==================== block 1
<file path="config.mk">
export PLATFORM = sky130hd
export DESIGN_NAME = framebuffer_scanout
export DESIGN_NICKNAME = d
export VERILOG_FILES = /design/src/rtl/framebuffer_scanout.sv
export SDC_FILE = /design/constraint.sdc
export NUM_CORES = 1
export LEC_CHECK = 0
export CAP_MARGIN = 5
export CORE_ASPECT_RATIO = 1.5
export CORE_MARGIN = 5
export CORE_UTILIZATION = 60
export DETAILED_ROUTE_END_ITERATION = 6
export PLACE_DENSITY = 0.84
export SETUP_SLACK_MARGIN = 0.4
export SKIP_CTS_REPAIR_TIMING = 1
export SLEW_MARGIN = 30
export SYNTH_ARGS = -nofsm -noshare
export SYNTH_HDL_FRONTEND = slang
export SYNTH_SLANG_ARGS = --single-unit
</file>
<file path="constraint.sdc">
create_clock -name clock -period 3.41 [get_ports clock]
set_input_delay 0.682 -clock clock [delete_from_list [all_inputs] [get_ports clock]]
set_output_delay 0.682 -clock clock [all_outputs]
set_load 0.005 [all_outputs]
</file>
<file path="src/rtl/framebuffer_scanout.sv">
// VGA scan-out for a 1-bit framebuffer upscaled by 2**SCALE_SHIFT on both axes.
// Timing strobes are delayed two clocks so they line up with the registered-read pixel data.
module framebuffer_scanout #(
  parameter int H_ACTIVE    = 640,
  parameter int H_FP        = 16,
  parameter int H_SYNC      = 96,
  parameter int H_BP        = 48,
  parameter int V_ACTIVE    = 480,
  parameter int V_FP        = 10,
  parameter int V_SYNC      = 2,
  parameter int V_BP        = 33,
  parameter int FB_WIDTH    = 160,
  parameter int SCALE_SHIFT = 2,
  parameter int DATA_WIDTH  = 1,
  parameter int ADDR_WIDTH  = 15
) (
  input  logic                  clock,
  input  logic                  reset_n,
  output logic [ADDR_WIDTH-1:0] read_addr,
  input  logic [DATA_WIDTH-1:0] q,
  output logic                  hsync,
  output logic                  vsync,
  output logic                  video_on,
  output logic [DATA_WIDTH-1:0] pixel,
  output logic                  frame_start
);

  localparam int H_TOTAL = H_ACTIVE + H_FP + H_SYNC + H_BP;
  localparam int V_TOTAL = V_ACTIVE + V_FP + V_SYNC + V_BP;
  localparam int H_CW    = $clog2(H_TOTAL);
  localparam int V_CW    = $clog2(V_TOTAL);

  localparam logic [H_CW-1:0] H_LAST       = H_CW'(H_TOTAL - 1);
  localparam logic [H_CW-1:0] H_VISIBLE    = H_CW'(H_ACTIVE);
  localparam logic [H_CW-1:0] H_SYNC_START = H_CW'(H_ACTIVE + H_FP);
  localparam logic [H_CW-1:0] H_SYNC_END   = H_CW'(H_ACTIVE + H_FP + H_SYNC);
  localparam logic [V_CW-1:0] V_LAST       = V_CW'(V_TOTAL - 1);
  localparam logic [V_CW-1:0] V_VISIBLE    = V_CW'(V_ACTIVE);
  localparam logic [V_CW-1:0] V_SYNC_START = V_CW'(V_ACTIVE + V_FP);
  localparam logic [V_CW-1:0] V_SYNC_END   = V_CW'(V_ACTIVE + V_FP + V_SYNC);

  typedef struct packed {
    logic video_on;
    logic hsync;
    logic vsync;
    logic frame_start;
  } strobes_t;

  localparam strobes_t STROBES_IDLE = '{video_on: 1'b0, hsync: 1'b1, vsync: 1'b1, frame_start: 1'b0};

  logic [H_CW-1:0]       h_count;
  logic [V_CW-1:0]       v_count;
  logic                  active;
  logic [H_CW-1:0]       fb_x;
  logic [V_CW-1:0]       fb_y;
  logic [ADDR_WIDTH-1:0] row_base;
  logic [ADDR_WIDTH-1:0] addr_next;
  strobes_t              strobes_now;
  strobes_t              strobes_d1;
  strobes_t              strobes_d2;

  // NOTE: state registers use non-blocking assignments so every flop samples pre-edge values.
  always_ff @(posedge clock or negedge reset_n) begin
    if (!reset_n) begin
      h_count <= '0;
      v_count <= '0;
    end else if (h_count == H_LAST) begin
      h_count <= '0;
      v_count <= (v_count == V_LAST) ? '0 : v_count + 1'b1;
    end else begin
      h_count <= h_count + 1'b1;
    end
  end

  always_comb begin
    active                  = (h_count < H_VISIBLE) && (v_count < V_VISIBLE);
    strobes_now.video_on    = active;
    strobes_now.hsync       = !((h_count >= H_SYNC_START) && (h_count < H_SYNC_END));
    strobes_now.vsync       = !((v_count >= V_SYNC_START) && (v_count < V_SYNC_END));
    strobes_now.frame_start = (h_count == '0) && (v_count == '0);

    fb_x = h_count >> SCALE_SHIFT;
    fb_y = v_count >> SCALE_SHIFT;

    // NOTE: row_base gets its default before the loop so no path leaves it unassigned (no latch).
    // Row base is fb_y * FB_WIDTH as a sum of shifted copies, one per set bit of FB_WIDTH.
    row_base = '0;
    for (int i = 0; i < ADDR_WIDTH; i++) begin
      if (((FB_WIDTH >> i) & 1) != 0) begin
        row_base = row_base + (ADDR_WIDTH'(fb_y) << i);
      end
    end
    addr_next = active ? row_base + ADDR_WIDTH'(fb_x) : '0;
  end

  // Two strobe stages: one for the address register, one for the RAM's registered read.
  always_ff @(posedge clock or negedge reset_n) begin
    if (!reset_n) begin
      read_addr  <= '0;
      strobes_d1 <= STROBES_IDLE;
      strobes_d2 <= STROBES_IDLE;
    end else begin
      read_addr  <= addr_next;
      strobes_d1 <= strobes_now;
      strobes_d2 <= strobes_d1;
    end
  end

  assign video_on    = strobes_d2.video_on;
  assign hsync       = strobes_d2.hsync;
  assign vsync       = strobes_d2.vsync;
  assign frame_start = strobes_d2.frame_start;
  assign pixel       = strobes_d2.video_on ? q : '0;

endmodule
</file>
==================== block 2
===== config.mk =====
export PLATFORM = sky130hd
export DESIGN_NAME = const_divmod_pipe
export DESIGN_NICKNAME = d
export VERILOG_FILES = /design/src/rtl/const_divmod_pipe.sv
export SDC_FILE = /design/constraint.sdc
export NUM_CORES = 1
export LEC_CHECK = 0
export ABC_AREA = 0
export CAP_MARGIN = 20
export CELL_PAD_IN_SITES_DETAIL_PLACEMENT = 1
export CELL_PAD_IN_SITES_GLOBAL_PLACEMENT = 1
export CORE_MARGIN = 2
export CORE_UTILIZATION = 53
export DETAILED_ROUTE_END_ITERATION = 8
export PLACE_DENSITY = 0.95
export SETUP_SLACK_MARGIN = 0.5
export SLEW_MARGIN = 10
export SYNTH_ARGS = -nofsm -noshare
export SYNTH_HDL_FRONTEND = slang
export SYNTH_SLANG_ARGS = --single-unit

===== constraint.sdc =====
create_clock -name clk -period 18.2 [get_ports clk]
set_clock_uncertainty 0.2 [all_clocks]
set_input_delay 4.55 -clock clk [delete_from_list [all_inputs] [get_ports clk]]
set_output_delay 4.55 -clock clk [all_outputs]
set_load 0.05 [all_outputs]

===== src/rtl/const_divmod_pipe.sv =====
// Exact divide-by-constant pipeline: reciprocal multiply, one correction step,
// optional floored signed division. Four register stages with a global stall.
module const_divmod_pipe #(
  parameter int unsigned     WIDTH   = 32,
  parameter longint unsigned DIVISOR = 100,
  parameter bit              SIGNED  = 1'b1,
  parameter int unsigned     TAG_W   = 8,
  parameter int unsigned     RW      = $clog2(DIVISOR)
) (
  input  logic             clk,
  input  logic             rst,
  input  logic             in_valid,
  output logic             in_ready,
  input  logic [WIDTH-1:0] in_data,
  input  logic [TAG_W-1:0] in_tag,
  output logic             out_valid,
  input  logic             out_ready,
  output logic [WIDTH-1:0] out_quot,
  output logic [RW-1:0]    out_rem,
  output logic [TAG_W-1:0] out_tag
);

  localparam int unsigned     RW1     = RW + 1;
  localparam longint unsigned DIV_MAX = (64'd1 << (WIDTH - 1)) - 64'd1;
  localparam logic [WIDTH:0]  POW2    = {1'b1, {WIDTH{1'b0}}};
  localparam logic [WIDTH-1:0] M      = WIDTH'(POW2 / (WIDTH + 1)'(DIVISOR));
  localparam logic [WIDTH-1:0] DIV_W  = WIDTH'(DIVISOR);
  localparam logic [RW1-1:0]   DIV_R  = RW1'(DIVISOR);

  if (WIDTH < 8 || WIDTH > 64) begin : g_bad_width
    $error("const_divmod_pipe: WIDTH %0d outside 8..64", WIDTH);
  end
  if (DIVISOR < 2 || DIVISOR > DIV_MAX) begin : g_bad_divisor
    $error("const_divmod_pipe: DIVISOR %0d outside 2..2^(WIDTH-1)-1", DIVISOR);
  end
  if (TAG_W < 1) begin : g_bad_tag
    $error("const_divmod_pipe: TAG_W must be at least 1");
  end
  if (RW != $clog2(DIVISOR)) begin : g_bad_rw
    $error("const_divmod_pipe: RW is derived from DIVISOR and must not be overridden");
  end

  logic en;

  logic             s1_valid, s1_neg;
  logic [WIDTH-1:0] s1_mag;
  logic [TAG_W-1:0] s1_tag;

  logic             s2_valid, s2_neg;
  logic [WIDTH-1:0] s2_mag, s2_q0;
  logic [TAG_W-1:0] s2_tag;

  logic             s3_valid, s3_neg;
  logic [WIDTH-1:0] s3_q0;
  logic [RW1-1:0]   s3_r0;
  logic [TAG_W-1:0] s3_tag;

  logic             in_neg_c;
  logic [WIDTH-1:0] in_mag_c;
  logic [WIDTH-1:0] q0_c;
  logic [RW1-1:0]   r0_c;
  logic             corr_c;
  logic [WIDTH-1:0] q1_c, quot_c;
  logic [RW-1:0]    r1_c, rem_c;

  // A full output register that is not being taken stalls every stage.
  assign en       = !(out_valid && !out_ready);
  assign in_ready = en;

  // S1 magnitude; negating the most negative value wraps to 2^(WIDTH-1), as wanted.
  always_comb begin
    in_neg_c = SIGNED && in_data[WIDTH-1];
    in_mag_c = in_neg_c ? -in_data : in_data;
  end

  // S2/S3 estimate: q0 is the true quotient or one less.
  always_comb begin
    q0_c = WIDTH'(({{WIDTH{1'b0}}, s1_mag} * {{WIDTH{1'b0}}, M}) >> WIDTH);
    r0_c = RW1'(s2_mag - s2_q0 * DIV_W);
  end

  // S4 correction, then floor adjustment for negative dividends.
  always_comb begin
    corr_c = (s3_r0 >= DIV_R);
    q1_c   = s3_q0 + WIDTH'(corr_c);
    r1_c   = RW'(corr_c ? (s3_r0 - DIV_R) : s3_r0);
    quot_c = q1_c;
    rem_c  = r1_c;
    if (s3_neg) begin
      if (r1_c == '0) begin
        quot_c = -q1_c;
      end else begin
        quot_c = ~q1_c;
        rem_c  = RW'(DIV_R - {1'b0, r1_c});
      end
    end
  end

  always_ff @(posedge clk or posedge rst) begin
    if (rst) begin
      s1_valid  <= 1'b0;
      s1_neg    <= 1'b0;
      s1_mag    <= '0;
      s1_tag    <= '0;
      s2_valid  <= 1'b0;
      s2_neg    <= 1'b0;
      s2_mag    <= '0;
      s2_q0     <= '0;
      s2_tag    <= '0;
      s3_valid  <= 1'b0;
      s3_neg    <= 1'b0;
      s3_q0     <= '0;
      s3_r0     <= '0;
      s3_tag    <= '0;
      out_valid <= 1'b0;
      out_quot  <= '0;
      out_rem   <= '0;
      out_tag   <= '0;
    end else if (en) begin
      s1_valid  <= in_valid;
      s1_neg    <= in_neg_c;
      s1_mag    <= in_mag_c;
      s1_tag    <= in_tag;
      s2_valid  <= s1_valid;
      s2_neg    <= s1_neg;
      s2_mag    <= s1_mag;
      s2_q0     <= q0_c;
      s2_tag    <= s1_tag;
      s3_valid  <= s2_valid;
      s3_neg    <= s2_neg;
      s3_q0     <= s2_q0;
      s3_r0     <= r0_c;
      s3_tag    <= s2_tag;
      out_valid <= s3_valid;
      out_quot  <= quot_c;
      out_rem   <= rem_c;
      out_tag   <= s3_tag;
    end
  end

endmodule


**Block 2: nets reached from selected ports**

Drawn at 2 px/um.
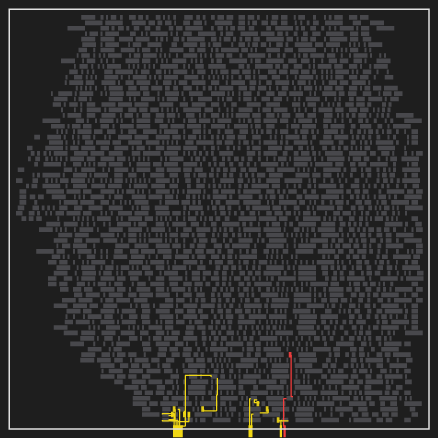
Key: in_valid = red [direction input, edge bottom, end cells 1, buffers 1, wire 38.0 um]; in_tag = yellow [direction input, edge bottom, end cells 8, buffers 8, wire 172 um]

**Block 2: sizing map**

Drawn at 2 px/um.
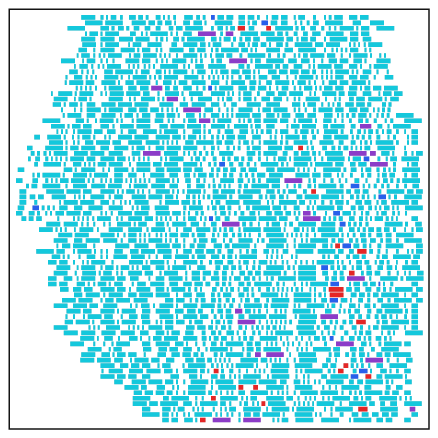
Key: x6 and larger = purple [cells 27, most used clkbuf_16]; x3 and x4 = red [cells 20, most used buf_4]; x2 = blue [cells 19, most used or2_2]; x1 and smaller = cyan [cells 2405, most used inv_1]

==> CHANGELOG.md, block 2 <==
### Implementation results

* Status: completed
* Routed wl met3 at 6390 um
* Top cell category: multi-input combinational cells
* Vias in the first global route at roughly 22000
* Top cells excl fill/tap: inv_1 (481), ha_1 (341), nand2_1 (331), fa_1 (274), dfrtp_1 (178)
* Hold Crit Start: s3_valid
* Avg Cell Area, Syn at a little over 9 um2
* Unrepaired setup endpoints after global routing: no
* Gp weighted congestion at about 0.94
* Core area at 41800 um2
* CP Launch Type: primary input
* Ys cells at 2408
* Hold-fix buffers at CTS at 0
* Critical Path, Cell by Cell: clkdlybuf4s50_1 > nor2b_4 > inv_4 > clkdlybuf4s50_1
* Largest net degree at the start of global routing at 106
* Final clock-cell share at 2.44%
* Xor/xnor cell area share of the yosys netlist at ~4.7%
* Highest-count logic cell in the final layout: inv_1
* Final Non-Filler Cells at 3011
* #MultiIn Comb at between 1500 and 2000
* Layout fillers at 4646
* CP most frequent cell: clkdlybuf4s50_1
* Setup CP Type: in -> out
* Post-Syn Area at 22300 um2
* Horiz. Die Dim at 209 um
* Worst slew pin tran at 1.16 ns
* Die height at 209 um
* DR vias at around 19000
* CP bufs+invs at 3
[block 2: cells in the mapped netlist (11+ instances only)]
library cell	n	area, um2
dfrtp_1	178	4450
nand3_1	26	130
a31oi_1	18	113
nand4_1	16	100
nor2b_1	13	81.3
xnor2_1	59	517
nor2_1	79	297
nand2_1	331	1240
a21o_1	36	270
o21ai_0	125	626
a21oi_1	90	450
nor3_1	20	100
clkbuf_1	49	184
or3_1	11	68.8
and3_1	14	87.6
xor2_1	60	526
ha_1	341	4270
buf_1	11	41.3
inv_1	483	1810
fa_1	274	5490
o31ai_1	17	128
**Block 1: cell outlines without signal wires**

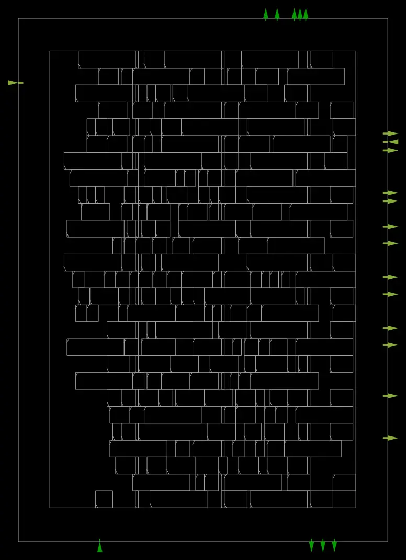
Flops: 43
Site Rows: 27
sequential cell area share: 42.1%
Final Core Density: 71.0%
Tap Cells: 43

==> CHANGELOG.md, block 1 <==
### Implementation results

* Setup ws final at 0.956 ns
* CP endpoint: read_addr[12]
* Unrepaired setup endpoints after global routing: no
* M1 WL at 1590 um
* # setup viols final at 0
* CTS Sinks at approximately 43
* Max Cap Viol at 0
* Largest net degree at the start of global routing at 44
* Busiest layer in global routing: met2
* Synth mux share at 1.59%
* Initial DRC count at 34
* M2 GR Usage at 32.3%
* Met2 wire length at about 2300 um
* Crit-path max FO at 8
* Number of routed nets with antenna violations at 0
* Avg Vias per Cell at 5.79
* Post-synth top area cell: dfrtp_1
* Adder share at between 10% and 20%
* WL final at 4060 um
* CP Data Arrival Time at 2.66 ns
* Gp weighted congestion at 0.862
* R2R cell count at 7
* Placed Area at roughly 2400 um2
* R2R Setup Slk at 0.96 ns
* Fp util at 60.8%
* Critical Path Sink Type: flop
* Highest-count logic cell in the final layout: dfrtp_1
* Hold Violations, Final at 0
* Post-synthesis async set-or-reset flop share at 100%
* Worst Setup SP: v_count[2]
* Fin area at 2560 um2
* Fmax at 408 MHz
* Dpl ws at about 1 ns
* Worst slew pin tran at 0.626 ns
* CP delay by family, top: adder cells
* Status: completed
* Yosys warning count at 0
* Hold WC Path Type: reg -> reg
* Syn_nets at 225
* Hold Crit Start: strobes_d1[0]
* TritonCTS clock tree: done
* Logic family by area: simple AND/OR/NAND/NOR gates
* Ys cells at around 200
[block 1: area by class of cell]
cell class,instances,area [um2]
clock buffer,6,72.6
clock inverter,2,60.1
fill,273,1050
inverter,14,55.1
multi-input combinational,139,1020
sequential,43,1080
tap,43,53.8
timing repair buffer,22,218

## Gallery

Cell density map.
panel A
Drawn at 2 px/um. The die is cut into 21 by 21 equal tiles; dark blue is low, red is high, 0 to 100% covered.
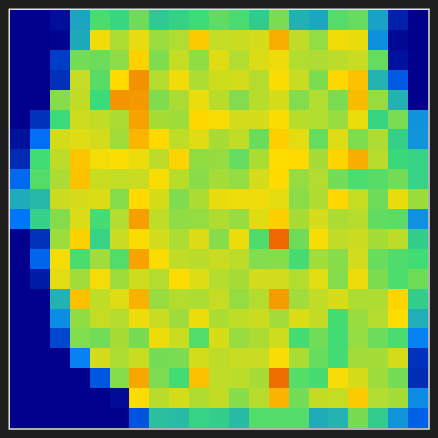
panel B
Drawn at 4 px/um. The die is cut into 6 by 8 equal tiles; dark blue is low, red is high, 0 to 100% covered.
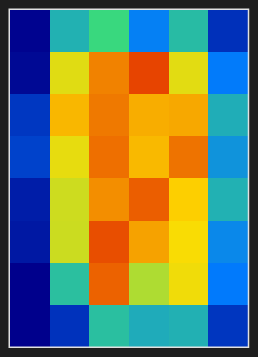
panel B -> block 1
panel A -> block 2
The one with the largest die is panel A.
The one with the highest utilization is panel B.

Key to panel A:
The fullest tile reaches 88%. 10% of the tiles are nearly empty. The emptiest ninth of the die: bottom left. The mean over all tiles is 54%. 8.6% of the tiles are over 75% full.


==================== block 3
[src/rtl/bcd_pkg.sv]
// Shared definitions for the sequential binary-to-BCD converter.
// Holds the converter state encoding, the blank-digit code for SEG7DEC,
// the add-3 correction threshold and the scratch nibble count.
package bcd_pkg;

    typedef enum logic [1:0] {
        IDLE  = 2'd0,
        SHIFT = 2'd1,
        DONE  = 2'd2
    } bcd_state_e;

    // SEG7DEC decodes anything above 9 to all segments off.
    localparam logic [3:0] DIGIT_BLANK = 4'hF;
    localparam logic [3:0] ADD3_THRESH = 4'd5;
    // Hundreds, tens and ones nibbles of the scratch register.
    localparam int unsigned NIBBLES = 3;

endpackage

[src/rtl/bcd_add3.sv]
// Combinational double-dabble nibble correction: adds 3 to a BCD nibble
// that is 5 or more, so that the following left shift carries correctly
// into the next decimal digit.
// Ports:
//   nib_i  in  4  scratch nibble before correction
//   nib_o  out 4  corrected nibble
module bcd_add3
    import bcd_pkg::*;
(
    input  logic [3:0] nib_i,
    output logic [3:0] nib_o
);

    // Inputs are always 0..9 here, so the sum never exceeds 4'd12.
    assign nib_o = (nib_i >= ADD3_THRESH) ? nib_i + 4'd3 : nib_i;

endmodule

[src/rtl/bin_to_bcd_seq.sv]
// Sequential binary-to-BCD converter (shift-add-3) feeding the tens and
// ones 7-segment decoders. START is accepted only in IDLE; the value is
// shifted in MSB first, one bit per clock, and the registered digits are
// updated on the edge that completes the last shift, with a one-cycle DONE.
// Configuration macro: BCD_OVF_BLANK_EN -- when defined, an out-of-range
// result (>99) drives both digits to the blank code instead of value mod 100.
// Ports:
//   clk_i    in   1      clock, rising edge
//   rst_ni   in   1      asynchronous active-low reset
//   start_i  in   1      conversion request, sampled only in IDLE
//   bin_i    in   BIN_W  binary value captured with START
//   busy_o   out  1      conversion in progress (SHIFT or DONE)
//   done_o   out  1      one-cycle pulse, digits just updated
//   ten_o    out  4      tens digit
//   one_o    out  4      ones digit
//   ovf_o    out  1      last converted value was above 99
module bin_to_bcd_seq
    import bcd_pkg::*;
#(
    parameter int unsigned BIN_W = 7
) (
    input  logic             clk_i,
    input  logic             rst_ni,
    input  logic             start_i,
    input  logic [BIN_W-1:0] bin_i,
    output logic             busy_o,
    output logic             done_o,
    output logic [3:0]       ten_o,
    output logic [3:0]       one_o,
    output logic             ovf_o
);

    localparam int unsigned SCR_W = 4 * NIBBLES;

    bcd_state_e       state_q;
    logic [BIN_W-1:0] sh_q;
    logic [SCR_W-1:0] scr_q;
    logic [3:0]       cnt_q;
    logic             busy_q;
    logic             done_q;
    logic [3:0]       ten_q;
    logic [3:0]       one_q;
    logic             ovf_q;

    logic [SCR_W-1:0] scr_adj;
    logic [SCR_W-1:0] scr_d;
    logic [BIN_W-1:0] sh_d;
    logic             last_shift;
    logic             ovf_d;
    logic [3:0]       ten_d;
    logic [3:0]       one_d;

    for (genvar g = 0; g < NIBBLES; g++) begin : g_add3
        bcd_add3 u_add3 (
            .nib_i (scr_q[4*g +: 4]),
            .nib_o (scr_adj[4*g +: 4])
        );
    end

    always_comb begin
        scr_d      = {scr_adj[SCR_W-2:0], sh_q[BIN_W-1]};
        sh_d       = {sh_q[BIN_W-2:0], 1'b0};
        last_shift = (cnt_q == 4'(BIN_W - 1));
        // Any bit leaving the hundreds nibble would also mean out of range.
        ovf_d      = (scr_d[SCR_W-1 -: 4] != 4'd0) | scr_adj[SCR_W-1];
`ifdef BCD_OVF_BLANK_EN
        ten_d      = ovf_d ? DIGIT_BLANK : scr_d[7:4];
        one_d      = ovf_d ? DIGIT_BLANK : scr_d[3:0];
`else
        ten_d      = scr_d[7:4];
        one_d      = scr_d[3:0];
`endif
    end

    always_ff @(posedge clk_i or negedge rst_ni) begin
        if (!rst_ni) begin
            state_q <= IDLE;
            sh_q    <= '0;
            scr_q   <= '0;
            cnt_q   <= '0;
            busy_q  <= 1'b0;
            done_q  <= 1'b0;
            ten_q   <= '0;
            one_q   <= '0;
            ovf_q   <= 1'b0;
        end else begin
            done_q <= 1'b0;
            case (state_q)
                IDLE: begin
                    busy_q <= 1'b0;
                    if (start_i) begin
                        sh_q    <= bin_i;
                        scr_q   <= '0;
                        cnt_q   <= '0;
                        busy_q  <= 1'b1;
                        state_q <= SHIFT;
                    end
                end
                SHIFT: begin
                    sh_q  <= sh_d;
                    scr_q <= scr_d;
                    cnt_q <= cnt_q + 4'd1;
                    if (last_shift) begin
                        ten_q   <= ten_d;
                        one_q   <= one_d;
                        ovf_q   <= ovf_d;
                        done_q  <= 1'b1;
                        state_q <= DONE;
                    end
                end
                DONE: begin
                    busy_q  <= 1'b0;
                    state_q <= IDLE;
                end
                default: begin
                    busy_q  <= 1'b0;
                    state_q <= IDLE;
                end
            endcase
        end
    end

    assign busy_o = busy_q;
    assign done_o = done_q;
    assign ten_o  = ten_q;
    assign one_o  = one_q;
    assign ovf_o  = ovf_q;

endmodule

[config.mk]
export PLATFORM = sky130hd
export DESIGN_NAME = bin_to_bcd_seq
export DESIGN_NICKNAME = d
export VERILOG_FILES = /design/src/rtl/bcd_pkg.sv /design/src/rtl/bcd_add3.sv /design/src/rtl/bin_to_bcd_seq.sv
export SDC_FILE = /design/constraint.sdc
export NUM_CORES = 1
export LEC_CHECK = 0
export CAP_MARGIN = 30
export CORE_MARGIN = 10
export CORE_UTILIZATION = 25
export CTS_CLUSTER_DIAMETER = 60
export DETAILED_ROUTE_END_ITERATION = 12
export SYNTH_ARGS = -nofsm -noshare
export SYNTH_HDL_FRONTEND = slang
export SYNTH_HIERARCHICAL = 1
export SYNTH_SLANG_ARGS = --single-unit
[constraint.sdc]
create_clock -name clk_i -period 4.15 [get_ports clk_i]
set_input_delay 1.0375 -clock clk_i [delete_from_list [all_inputs] [get_ports clk_i]]
set_output_delay 1.0375 -clock clk_i [all_outputs]
set_load 0.02 [all_outputs]
==================== block 4
<file path="src/rtl/code_seq_driver.sv">
// Serial code sequencer: shifts a latched code word MSB-first onto D, DIV clocks per bit.
// Optional even-parity trailer bit when CODE_SEQ_PARITY_EN is defined.
module code_seq_driver #(
  parameter int unsigned WIDTH = 4,
  parameter int unsigned DIV   = 4
) (
  input  logic             Clk,
  input  logic             Reset,
  input  logic             Start,
  input  logic [WIDTH-1:0] Code,
  output logic             D,
  output logic             Bit_En,
  output logic             Busy,
  output logic             Done
);

  localparam int unsigned BW       = $clog2(WIDTH + 1);
  localparam logic [7:0]  DIV_LAST = 8'(DIV - 1);

  typedef enum logic [1:0] {
    IDLE,
`ifdef CODE_SEQ_PARITY_EN
    PAR,
`endif
    SHIFT
  } state_t;

  state_t           state, state_n;
  logic [WIDTH-1:0] sr, sr_n;
  logic [BW-1:0]    bit_cnt, bit_n;
  logic [7:0]       div_cnt, div_n;
  logic             d_n, bit_en_n, busy_n, done_n;
`ifdef CODE_SEQ_PARITY_EN
  logic             par, par_n;
`endif

  always_comb begin
    state_n = state;
    sr_n    = sr;
    bit_n   = bit_cnt;
    div_n   = div_cnt;
    done_n  = 1'b0;
`ifdef CODE_SEQ_PARITY_EN
    par_n   = par;
`endif
    case (state)
      IDLE: begin
        if (Start) begin
          state_n = SHIFT;
          sr_n    = Code;
          bit_n   = BW'(WIDTH - 1);
          div_n   = DIV_LAST;
`ifdef CODE_SEQ_PARITY_EN
          par_n   = ^Code;
`endif
        end
      end
      SHIFT: begin
        if (div_cnt == 8'd0) begin
          if (bit_cnt != '0) begin
            sr_n  = sr << 1;
            div_n = DIV_LAST;
            bit_n = bit_cnt - 1'b1;
          end else begin
`ifdef CODE_SEQ_PARITY_EN
            state_n = PAR;
            div_n   = DIV_LAST;
`else
            state_n = IDLE;
            done_n  = 1'b1;
`endif
          end
        end else begin
          div_n = div_cnt - 8'd1;
        end
      end
`ifdef CODE_SEQ_PARITY_EN
      PAR: begin
        if (div_cnt == 8'd0) begin
          state_n = IDLE;
          done_n  = 1'b1;
        end else begin
          div_n = div_cnt - 8'd1;
        end
      end
`endif
      default: state_n = IDLE;
    endcase

    // Outputs are computed from the next state so every output is a flop.
    case (state_n)
      SHIFT:   d_n = sr_n[WIDTH-1];
`ifdef CODE_SEQ_PARITY_EN
      PAR:     d_n = par_n;
`endif
      default: d_n = 1'b0;
    endcase
    busy_n   = (state_n != IDLE);
    bit_en_n = busy_n && (div_n == DIV_LAST);
  end

  always_ff @(posedge Clk) begin
    if (Reset) begin
      state   <= IDLE;
      sr      <= '0;
      bit_cnt <= '0;
      div_cnt <= '0;
      D       <= 1'b0;
      Bit_En  <= 1'b0;
      Busy    <= 1'b0;
      Done    <= 1'b0;
`ifdef CODE_SEQ_PARITY_EN
      par     <= 1'b0;
`endif
    end else begin
      state   <= state_n;
      sr      <= sr_n;
      bit_cnt <= bit_n;
      div_cnt <= div_n;
      D       <= d_n;
      Bit_En  <= bit_en_n;
      Busy    <= busy_n;
      Done    <= done_n;
`ifdef CODE_SEQ_PARITY_EN
      par     <= par_n;
`endif
    end
  end

endmodule

</file>
<file path="config.mk">
export PLATFORM = sky130hd
export DESIGN_NAME = code_seq_driver
export DESIGN_NICKNAME = d
export VERILOG_FILES = /design/src/rtl/code_seq_driver.sv
export SDC_FILE = /design/constraint.sdc
export NUM_CORES = 1
export LEC_CHECK = 0
export CORE_ASPECT_RATIO = 0.7
export CORE_MARGIN = 2
export CORE_UTILIZATION = 30
export CTS_CLUSTER_DIAMETER = 120
export DETAILED_ROUTE_END_ITERATION = 10
export SLEW_MARGIN = 20
export SYNTH_ARGS = -nofsm -noshare
export SYNTH_HDL_FRONTEND = slang
export SYNTH_SLANG_ARGS = --single-unit
</file>
<file path="constraint.sdc">
create_clock -name Clk -period 1.8 [get_ports Clk]
set_input_delay 0.27 -clock Clk [delete_from_list [all_inputs] [get_ports Clk]]
set_output_delay 0.27 -clock Clk [all_outputs]
set_load 0.02 [all_outputs]
</file>
==================== block 5
==> src/rtl/seg7_pkg.sv <==
// Shared constants for the seven-segment scan driver: glyphs, blank pattern,
// and anode-off value. All segment patterns are active-low {g,f,e,d,c,b,a}.
package seg7_pkg;

  localparam logic [6:0] SEG_0 = 7'h40;
  localparam logic [6:0] SEG_1 = 7'h79;
  localparam logic [6:0] SEG_2 = 7'h24;
  localparam logic [6:0] SEG_3 = 7'h30;
  localparam logic [6:0] SEG_4 = 7'h19;
  localparam logic [6:0] SEG_5 = 7'h12;
  localparam logic [6:0] SEG_6 = 7'h02;
  localparam logic [6:0] SEG_7 = 7'h78;
  localparam logic [6:0] SEG_8 = 7'h00;
  localparam logic [6:0] SEG_9 = 7'h10;
  localparam logic [6:0] SEG_A = 7'h08;
  localparam logic [6:0] SEG_B = 7'h03;  // lower-case b
  localparam logic [6:0] SEG_C = 7'h46;
  localparam logic [6:0] SEG_D = 7'h21;  // lower-case d
  localparam logic [6:0] SEG_E = 7'h06;
  localparam logic [6:0] SEG_F = 7'h0E;

  localparam logic [6:0] SEG_BLANK = 7'h7F;
  localparam logic [7:0] AN_OFF    = 8'hFF;

endpackage

==> src/rtl/seg7_scan_driver_if.sv <==
// Write port into the display shadow registers: one-cycle strobe plus the
// value, decimal-point mask and digit-enable mask it carries.
interface seg7_scan_driver_if;
  logic        wr_en;
  logic [31:0] wr_data;
  logic [7:0]  wr_dp;
  logic [7:0]  wr_mask;

  modport master (output wr_en, wr_data, wr_dp, wr_mask);
  modport slave  (input  wr_en, wr_data, wr_dp, wr_mask);
endinterface

==> src/rtl/seg7_hex_lut.sv <==
// Nibble to active-low seven-segment glyph, purely combinational.
module seg7_hex_lut
  import seg7_pkg::*;
(
  input  logic [3:0] nib,
  output logic [6:0] seg
);

  always_comb begin
    seg = SEG_BLANK;
    case (nib)
      4'h0: seg = SEG_0;
      4'h1: seg = SEG_1;
      4'h2: seg = SEG_2;
      4'h3: seg = SEG_3;
      4'h4: seg = SEG_4;
      4'h5: seg = SEG_5;
      4'h6: seg = SEG_6;
      4'h7: seg = SEG_7;
      4'h8: seg = SEG_8;
      4'h9: seg = SEG_9;
      4'hA: seg = SEG_A;
      4'hB: seg = SEG_B;
      4'hC: seg = SEG_C;
      4'hD: seg = SEG_D;
      4'hE: seg = SEG_E;
      4'hF: seg = SEG_F;
      default: seg = SEG_BLANK;
    endcase
  end

endmodule

==> src/rtl/seg7_scan_driver.sv <==
// Time-multiplexed 8-digit common-anode driver with double-buffered value,
// decimal-point and enable masks; new writes take effect only at frame wrap.
module seg7_scan_driver
  import seg7_pkg::*;
#(
  parameter int CLK_DIV    = 100000,
  parameter int NUM_DIGITS = 8
) (
  input  logic               clk,
  input  logic               rst,
  seg7_scan_driver_if.slave  wr,
  input  logic               lzb,
  output logic [7:0]         AN,
  output logic [6:0]         HEX,
  output logic               DP,
  output logic               frame_done
);

  localparam int DW = (CLK_DIV > 1) ? $clog2(CLK_DIV) : 1;

  logic [DW-1:0] div_cnt_q, div_cnt_d;
  logic [2:0]    idx_q, idx_d;
  logic          pending_q, pending_d;
  logic [31:0]   sh_data_q, sh_data_d, act_data_q, act_data_d;
  logic [7:0]    sh_dp_q, sh_dp_d, act_dp_q, act_dp_d;
  logic [7:0]    sh_mask_q, sh_mask_d, act_mask_q, act_mask_d;
  logic [7:0]    an_q, an_d;
  logic [6:0]    hex_q, hex_d;
  logic          dp_q, dp_d;
  logic          frame_done_q, frame_done_d;

  logic       tick, wrap, upper_zero, blank;
  logic [3:0] nibble;
  logic [6:0] seg;

  assign tick = (div_cnt_q == DW'(CLK_DIV - 1));
  assign wrap = tick && (idx_q == 3'(NUM_DIGITS - 1));

  // Scan counters and double buffer. The wrap copies the shadow as it was
  // before any same-cycle write, so that write stays pending for next frame.
  always_comb begin
    div_cnt_d  = tick ? '0 : div_cnt_q + DW'(1);
    idx_d      = idx_q;
    if (tick) idx_d = wrap ? 3'd0 : idx_q + 3'd1;

    act_data_d = act_data_q;
    act_dp_d   = act_dp_q;
    act_mask_d = act_mask_q;
    pending_d  = pending_q;
    if (wrap && pending_q) begin
      act_data_d = sh_data_q;
      act_dp_d   = sh_dp_q;
      act_mask_d = sh_mask_q;
      pending_d  = 1'b0;
    end

    sh_data_d = sh_data_q;
    sh_dp_d   = sh_dp_q;
    sh_mask_d = sh_mask_q;
    if (wr.wr_en) begin
      sh_data_d = wr.wr_data;
      sh_dp_d   = wr.wr_dp;
      sh_mask_d = wr.wr_mask;
      pending_d = 1'b1;
    end
  end

  // Leading-zero test: every nibble at or above the current digit is zero.
  always_comb begin
    upper_zero = 1'b1;
    for (int i = 0; i < NUM_DIGITS; i++)
      if (3'(i) >= idx_q && act_data_q[i*4 +: 4] != 4'h0) upper_zero = 1'b0;
  end

  assign nibble = act_data_q[{idx_q, 2'b00} +: 4];

  seg7_hex_lut u_lut (
    .nib (nibble),
    .seg (seg)
  );

  always_comb begin
    blank        = !act_mask_q[idx_q] || (lzb && idx_q != 3'd0 && upper_zero);
    an_d         = blank ? AN_OFF : ~(8'd1 << idx_q);
    hex_d        = blank ? SEG_BLANK : seg;
    dp_d         = blank ? 1'b1 : ~act_dp_q[idx_q];
    frame_done_d = wrap;
  end

  always_ff @(posedge clk) begin
    if (rst) begin
      div_cnt_q    <= '0;
      idx_q        <= '0;
      pending_q    <= 1'b0;
      sh_data_q    <= '0;
      sh_dp_q      <= '0;
      sh_mask_q    <= '0;
      act_data_q   <= '0;
      act_dp_q     <= '0;
      act_mask_q   <= '0;
      an_q         <= AN_OFF;
      hex_q        <= SEG_BLANK;
      dp_q         <= 1'b1;
      frame_done_q <= 1'b0;
    end else begin
      div_cnt_q    <= div_cnt_d;
      idx_q        <= idx_d;
      pending_q    <= pending_d;
      sh_data_q    <= sh_data_d;
      sh_dp_q      <= sh_dp_d;
      sh_mask_q    <= sh_mask_d;
      act_data_q   <= act_data_d;
      act_dp_q     <= act_dp_d;
      act_mask_q   <= act_mask_d;
      an_q         <= an_d;
      hex_q        <= hex_d;
      dp_q         <= dp_d;
      frame_done_q <= frame_done_d;
    end
  end

  assign AN         = an_q;
  assign HEX        = hex_q;
  assign DP         = dp_q;
  assign frame_done = frame_done_q;

endmodule

==> src/flat_wrapper.sv <==
// flat-port wrapper written by rule: the top's interface ports become plain ports
module seg7_scan_driver_flat import seg7_pkg::*;
#(
  parameter int CLK_DIV    = 100000,
  parameter int NUM_DIGITS = 8
)
  (clk, rst, lzb, AN, HEX, DP, frame_done, wr_wr_en, wr_wr_data, wr_wr_dp, wr_wr_mask);
  seg7_scan_driver_if wr_i ();
  input  logic clk;
  input  logic rst;
  input  logic lzb;
  output logic [7:0] AN;
  output logic [6:0] HEX;
  output logic DP;
  output logic frame_done;
  input wire logic [$bits(wr_i.wr_en)-1:0] wr_wr_en;
  input wire logic [$bits(wr_i.wr_data)-1:0] wr_wr_data;
  input wire logic [$bits(wr_i.wr_dp)-1:0] wr_wr_dp;
  input wire logic [$bits(wr_i.wr_mask)-1:0] wr_wr_mask;
  assign wr_i.wr_en = wr_wr_en;
  assign wr_i.wr_data = wr_wr_data;
  assign wr_i.wr_dp = wr_wr_dp;
  assign wr_i.wr_mask = wr_wr_mask;
  seg7_scan_driver #(.CLK_DIV(CLK_DIV), .NUM_DIGITS(NUM_DIGITS)) u_core (.clk(clk), .rst(rst), .wr(wr_i), .lzb(lzb), .AN(AN), .HEX(HEX), .DP(DP), .frame_done(frame_done));
endmodule
==> config.mk <==
export PLATFORM = sky130hd
export DESIGN_NAME = seg7_scan_driver_flat
export DESIGN_NICKNAME = d
export VERILOG_FILES = /design/src/rtl/seg7_pkg.sv /design/src/rtl/seg7_scan_driver_if.sv /design/src/rtl/seg7_hex_lut.sv /design/src/rtl/seg7_scan_driver.sv /design/src/flat_wrapper.sv
export SDC_FILE = /design/constraint.sdc
export NUM_CORES = 1
export LEC_CHECK = 0
export CAP_MARGIN = 30
export CORE_ASPECT_RATIO = 1.75
export CORE_MARGIN = 3
export CORE_UTILIZATION = 24
export DETAILED_ROUTE_END_ITERATION = 10
export MAX_ROUTING_LAYER = met4
export SLEW_MARGIN = 20
export SYNTH_ARGS = -nofsm -noshare
export SYNTH_HDL_FRONTEND = slang
export SYNTH_SLANG_ARGS = --single-unit
==> constraint.sdc <==
create_clock -name clk -period 5.54 [get_ports clk]
set_clock_uncertainty 0.2 [all_clocks]
set_input_delay 1.108 -clock clk [delete_from_list [all_inputs] [get_ports clk]]
set_output_delay 1.108 -clock clk [all_outputs]
set_load 0.05 [all_outputs]

## Gallery

Nets reached from selected ports.
(a)
Drawn at 2 px/um.
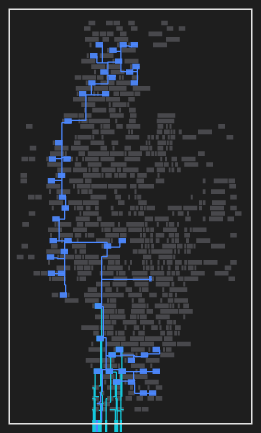
(b)
Drawn at 4 px/um.
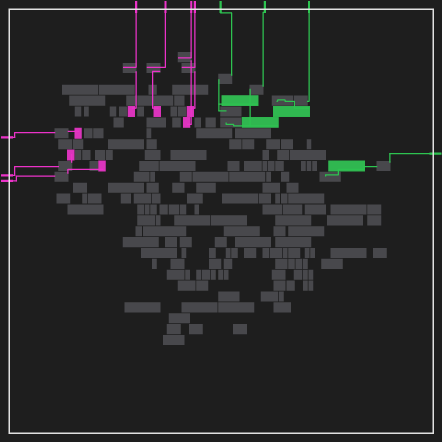
(c)
Drawn at 4 px/um.
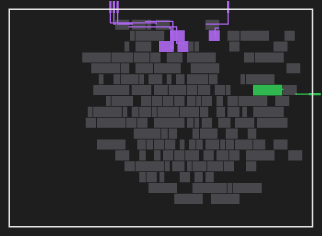
- fewest cells: (c)
- largest die: (a)
block 5 -> (a)
block 4 -> (c)
block 3 -> (b)

Key to (b):
Key: bin_i = magenta [direction input, edge 4 top, 3 left, end cells 7, buffers 7, wire 170 um]; one_o = green [direction output, edge 3 top, 1 right, end cells 4, buffers 4, wire 141 um]

**Block 4: cell outlines without signal wires**

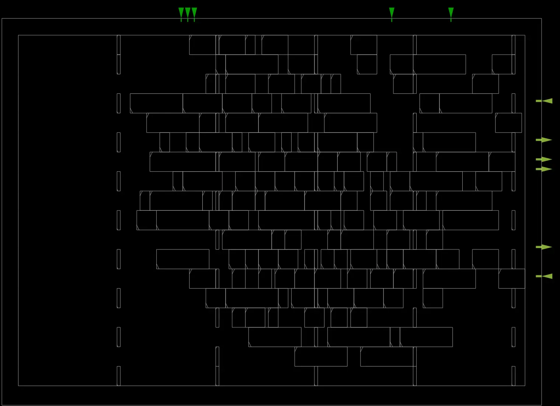
core area: 3470 um2
Final Non-Filler Cells: 195
Layout fillers: 326
Flops: 21
sequential cell area share: 28.2%

==> CHANGELOG.md, block 4 <==
### Implementation results

* Status: completed
* P&R area growth vs syn at 39.9%
* Post-synthesis sequential area ratio at 39.2%
* Initial antenna violation count at 0
* P_leak at 0.601 nW
* CP endpoint: Bit_En
* Clock net power at just over 0.3 mW
* Vias in the first global route at 831
* Fp util at 30.9%
* Synth top cell by count: dfxtp_1
* Post-synth top area cell: dfxtp_1
* Worst-Skew Late Latency at roughly 0.26 ns
* DP HPWL at between 1500 and 2000 um
* Post-synth top cells: dfxtp_1 (21), nor2_1 (14), inv_1 (8), a21oi_1 (5), ha_1 (4)
* Yosys Chip Area at 1070 um2
-- block 4: layout make-up --
class	instances	area, um2	area share (%)
inverter	8	32.5	2.17
sequential	21	423	28.2
timing repair buffer	33	280	18.7
clock buffer	3	41.3	2.75
clock inverter	1	5.00	0.334
tap	50	62.6	4.17
multi-input combinational	79	656	43.7
-- block 4: logic make-up after synthesis --
logic type	after synthesis	synth area share, %
adders and majority gates	4	4.67
and+or+nand+nor	47	29.3
muxes	2	1.98
DFF	21	39.2
buffers and inverters	12	5.02
AOI/OAI and AO/OA	25	19.5
other	1	0.350
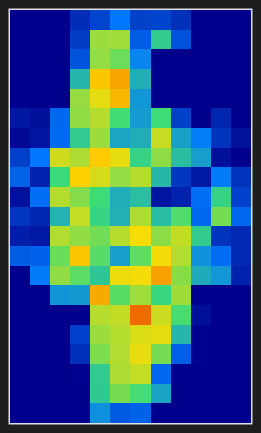
**Above:** block 5 (cell density map).
Drawn at 2 px/um. The die is cut into 12 by 21 equal tiles; dark blue is low, red is high, 0 to 100% covered.
The emptiest ninth of the die: bottom left. The fullest tile reaches 88%. 3.6% of the tiles are over 75% full. The mean over all tiles is 27%. 35% of the tiles are nearly empty.

==> CHANGELOG.md, block 5 <==
### Implementation results

* Met2 wire length at 6850 um
* Unrepaired setup endpoints after global routing: no
* Busiest layer in global routing: met2
* DP HPWL at 9020 um
* Logic pwr share at about 4.2%
* Max power group: the clock network
* Placed Area at 6440 um2
* Internal power at 1.82 mW
* Highest-count logic cell in the final layout: dfxtp_1
* Setup TNS at 0 ns
* CP bufs+invs at 1
* Synth top cell by count: dfxtp_1
* Combinational gate power at 0.0978 mW
* Pwr/cell area at 326 nW/um2
* Hold Violations, Final at 0
* # setup viols final at 0
* M1 GR Usage at 11.2%
* Top cell category: flip-flops and latches
* Comb area share at 37.4%
* Area contributors post-synth: dfxtp_1 (49%), mux2i_1 (18%), nor2_1 (8.9%)
* Max-slew violations at 0
* CP delay by family, top: AND-OR/OR-AND gates
* Hold Path Stages at 1
* Status: completed
* Die Size at 24900 um2
* Root Driver: clkbuf_16
* Synth Flop Type: dfxtp_1
* WP data required at 5.64 ns
* Tool warnings at 35
* First-pass GRT wire length at 20300 um
* Slowest CP cell: dfxtp_1
* Minimum clock period at around 3.2 ns
* CP Data Arrival Time at 3.31 ns
* Cell Type Count at 42
* CP endpoint: u_core.HEX[2]
* Adder share at 2.95%
* IO Port Bufs at 68
* Fp util at 24.7%
* P_sw at 0.497 mW
* Fin area at 7080 um2
* Post-Syn Instances at roughly 550
* Post-layout period usage at 57.8%
==> block 5: stage by stage <==
step / utilization, % / cells / setup slack [ns]
finish: 31.7 / 915 / 2.34
global route: 31.7 / 915 / 2.14
CTS: 31.7 / 915 / 2.34
detailed placement: 28.8 / 883 / 2.28
global placement: 28.8 / 882 / 2.08
floorplan: - / 547 / 2.84
**Block 3: cell density map**

Drawn at 4 px/um. The die is cut into 11 by 11 equal tiles; dark blue is low, red is high, 0 to 100% covered.
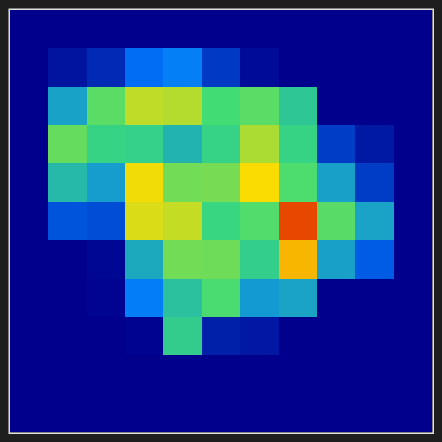
The densest ninth of the die: middle. The emptiest ninth of the die: bottom left. 1.7% of the tiles are over 75% full. 55% of the tiles are nearly empty. The fullest tile reaches 92%.

==> CHANGELOG.md, block 3 <==
### Implementation results

* Setup CP Type: in -> reg
* Hold Violations, Final at 0
* Worst Skew at approximately 0.0033 ns
* Syn_nets at 185
* Minimum clock period at ~2.3 ns
* H-tree depth at 2
* Overall Power at 1.81 mW
* CTS Sinks at 36
* Sequential group power at 0.660 mW
* Fp util at 25.5%
* Max-slew headroom at 51.5%
* TritonCTS clock tree: done
* Cell Type Count at 29
* Initial antenna violation count at 0
* M1 GR Usage at 8.57%
* Yosys Chip Area at 1830 um2
* DRT Pass-1 Iters at 4
* Status: completed
* Hold-fix buffers at CTS at 0
* Gr usage total at about 6.7%
* Grt ovf at 0
* #MultiIn Comb at roughly 120
* Post-synthesis compound-gate area fraction at 17.9%
* Adder share at approximately 5.5%
* Critical Path Sink Type: flop
* Layout fillers at between 700 and 800
* Flops at 36
* Registers, synthesis at 36
* Routed wl met3 at 163 um
* Hold Path End: one_o[2]
* MI comb area at about 860 um2
* Hold Path Stages at 1
* Worst Setup SP: start_i
* Setup TNS at 0 ns
* Post-Syn Instances at 167
* Layout net count at 206
* Sequential cell area share at 40.4%
* Max-slew violations at 0
* Vias in the first global route at 1320
* EDFF count, synth at 0
* Site Rows at 31
* Non-clock inverter count at 8
block 3: cells in the final DEF, fill, tap and decap left out, drive strengths merged:
cell,instances
and2b,2
nand3,1
nand2,16
nor2,6
a22oi,6
a22o,13
inv,8
buf,1
a41oi,1
nor2b,7
xnor2,3
ha,8
clkdlybuf4s50,20
a21oi,11
and4,2
mux2,10
a211oi,1
or2,1
nand2b,7
nor3,1
o21bai,1
o21ai,15
bufinv,1
clkinv,1
clkbuf,6
mux2i,4
dfrtp,36
block 3: worst max-delay path, cell delays in order:
cell	delay, ns
clkdlybuf4s50_1	0.59
o21bai_2	0.65
a22o_1	0.25


==> layout pictures side by side <==
Cell outlines without signal wires.
Plate I
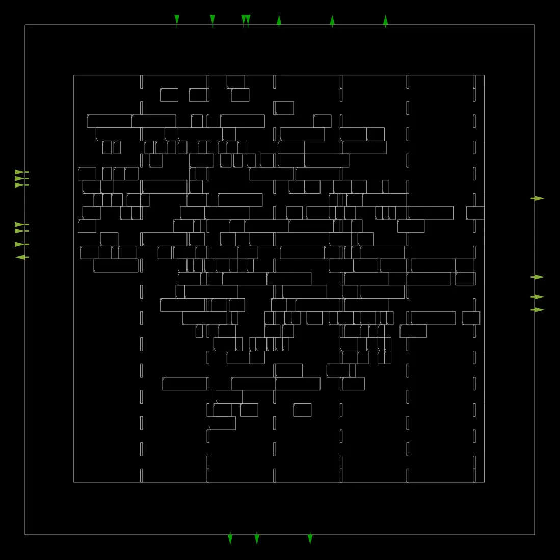
Plate II
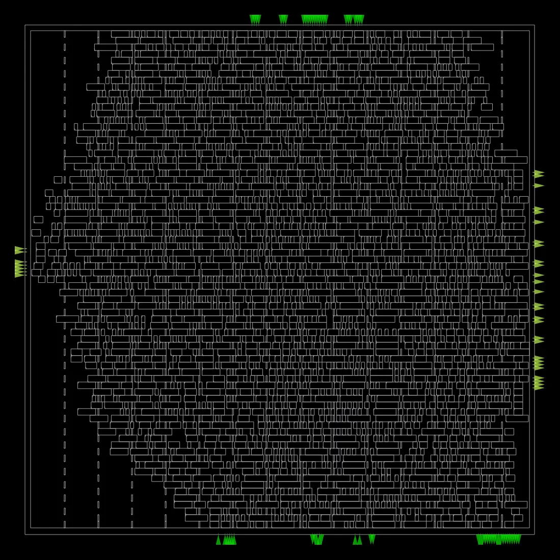
Plate III
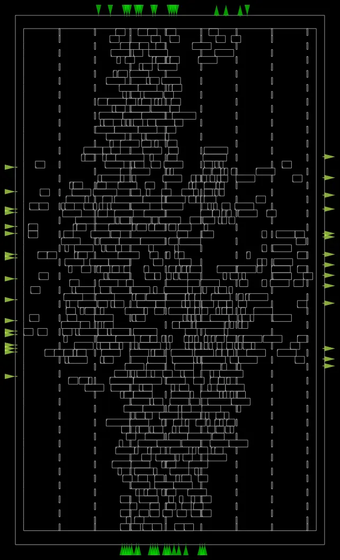
block 5 -> Plate III
block 3 -> Plate I
block 2 -> Plate II
The one with the most cells is Plate II.
The one with the highest utilization is Plate II.

No activity file was given, so power comes from the tool's default toggle rates.
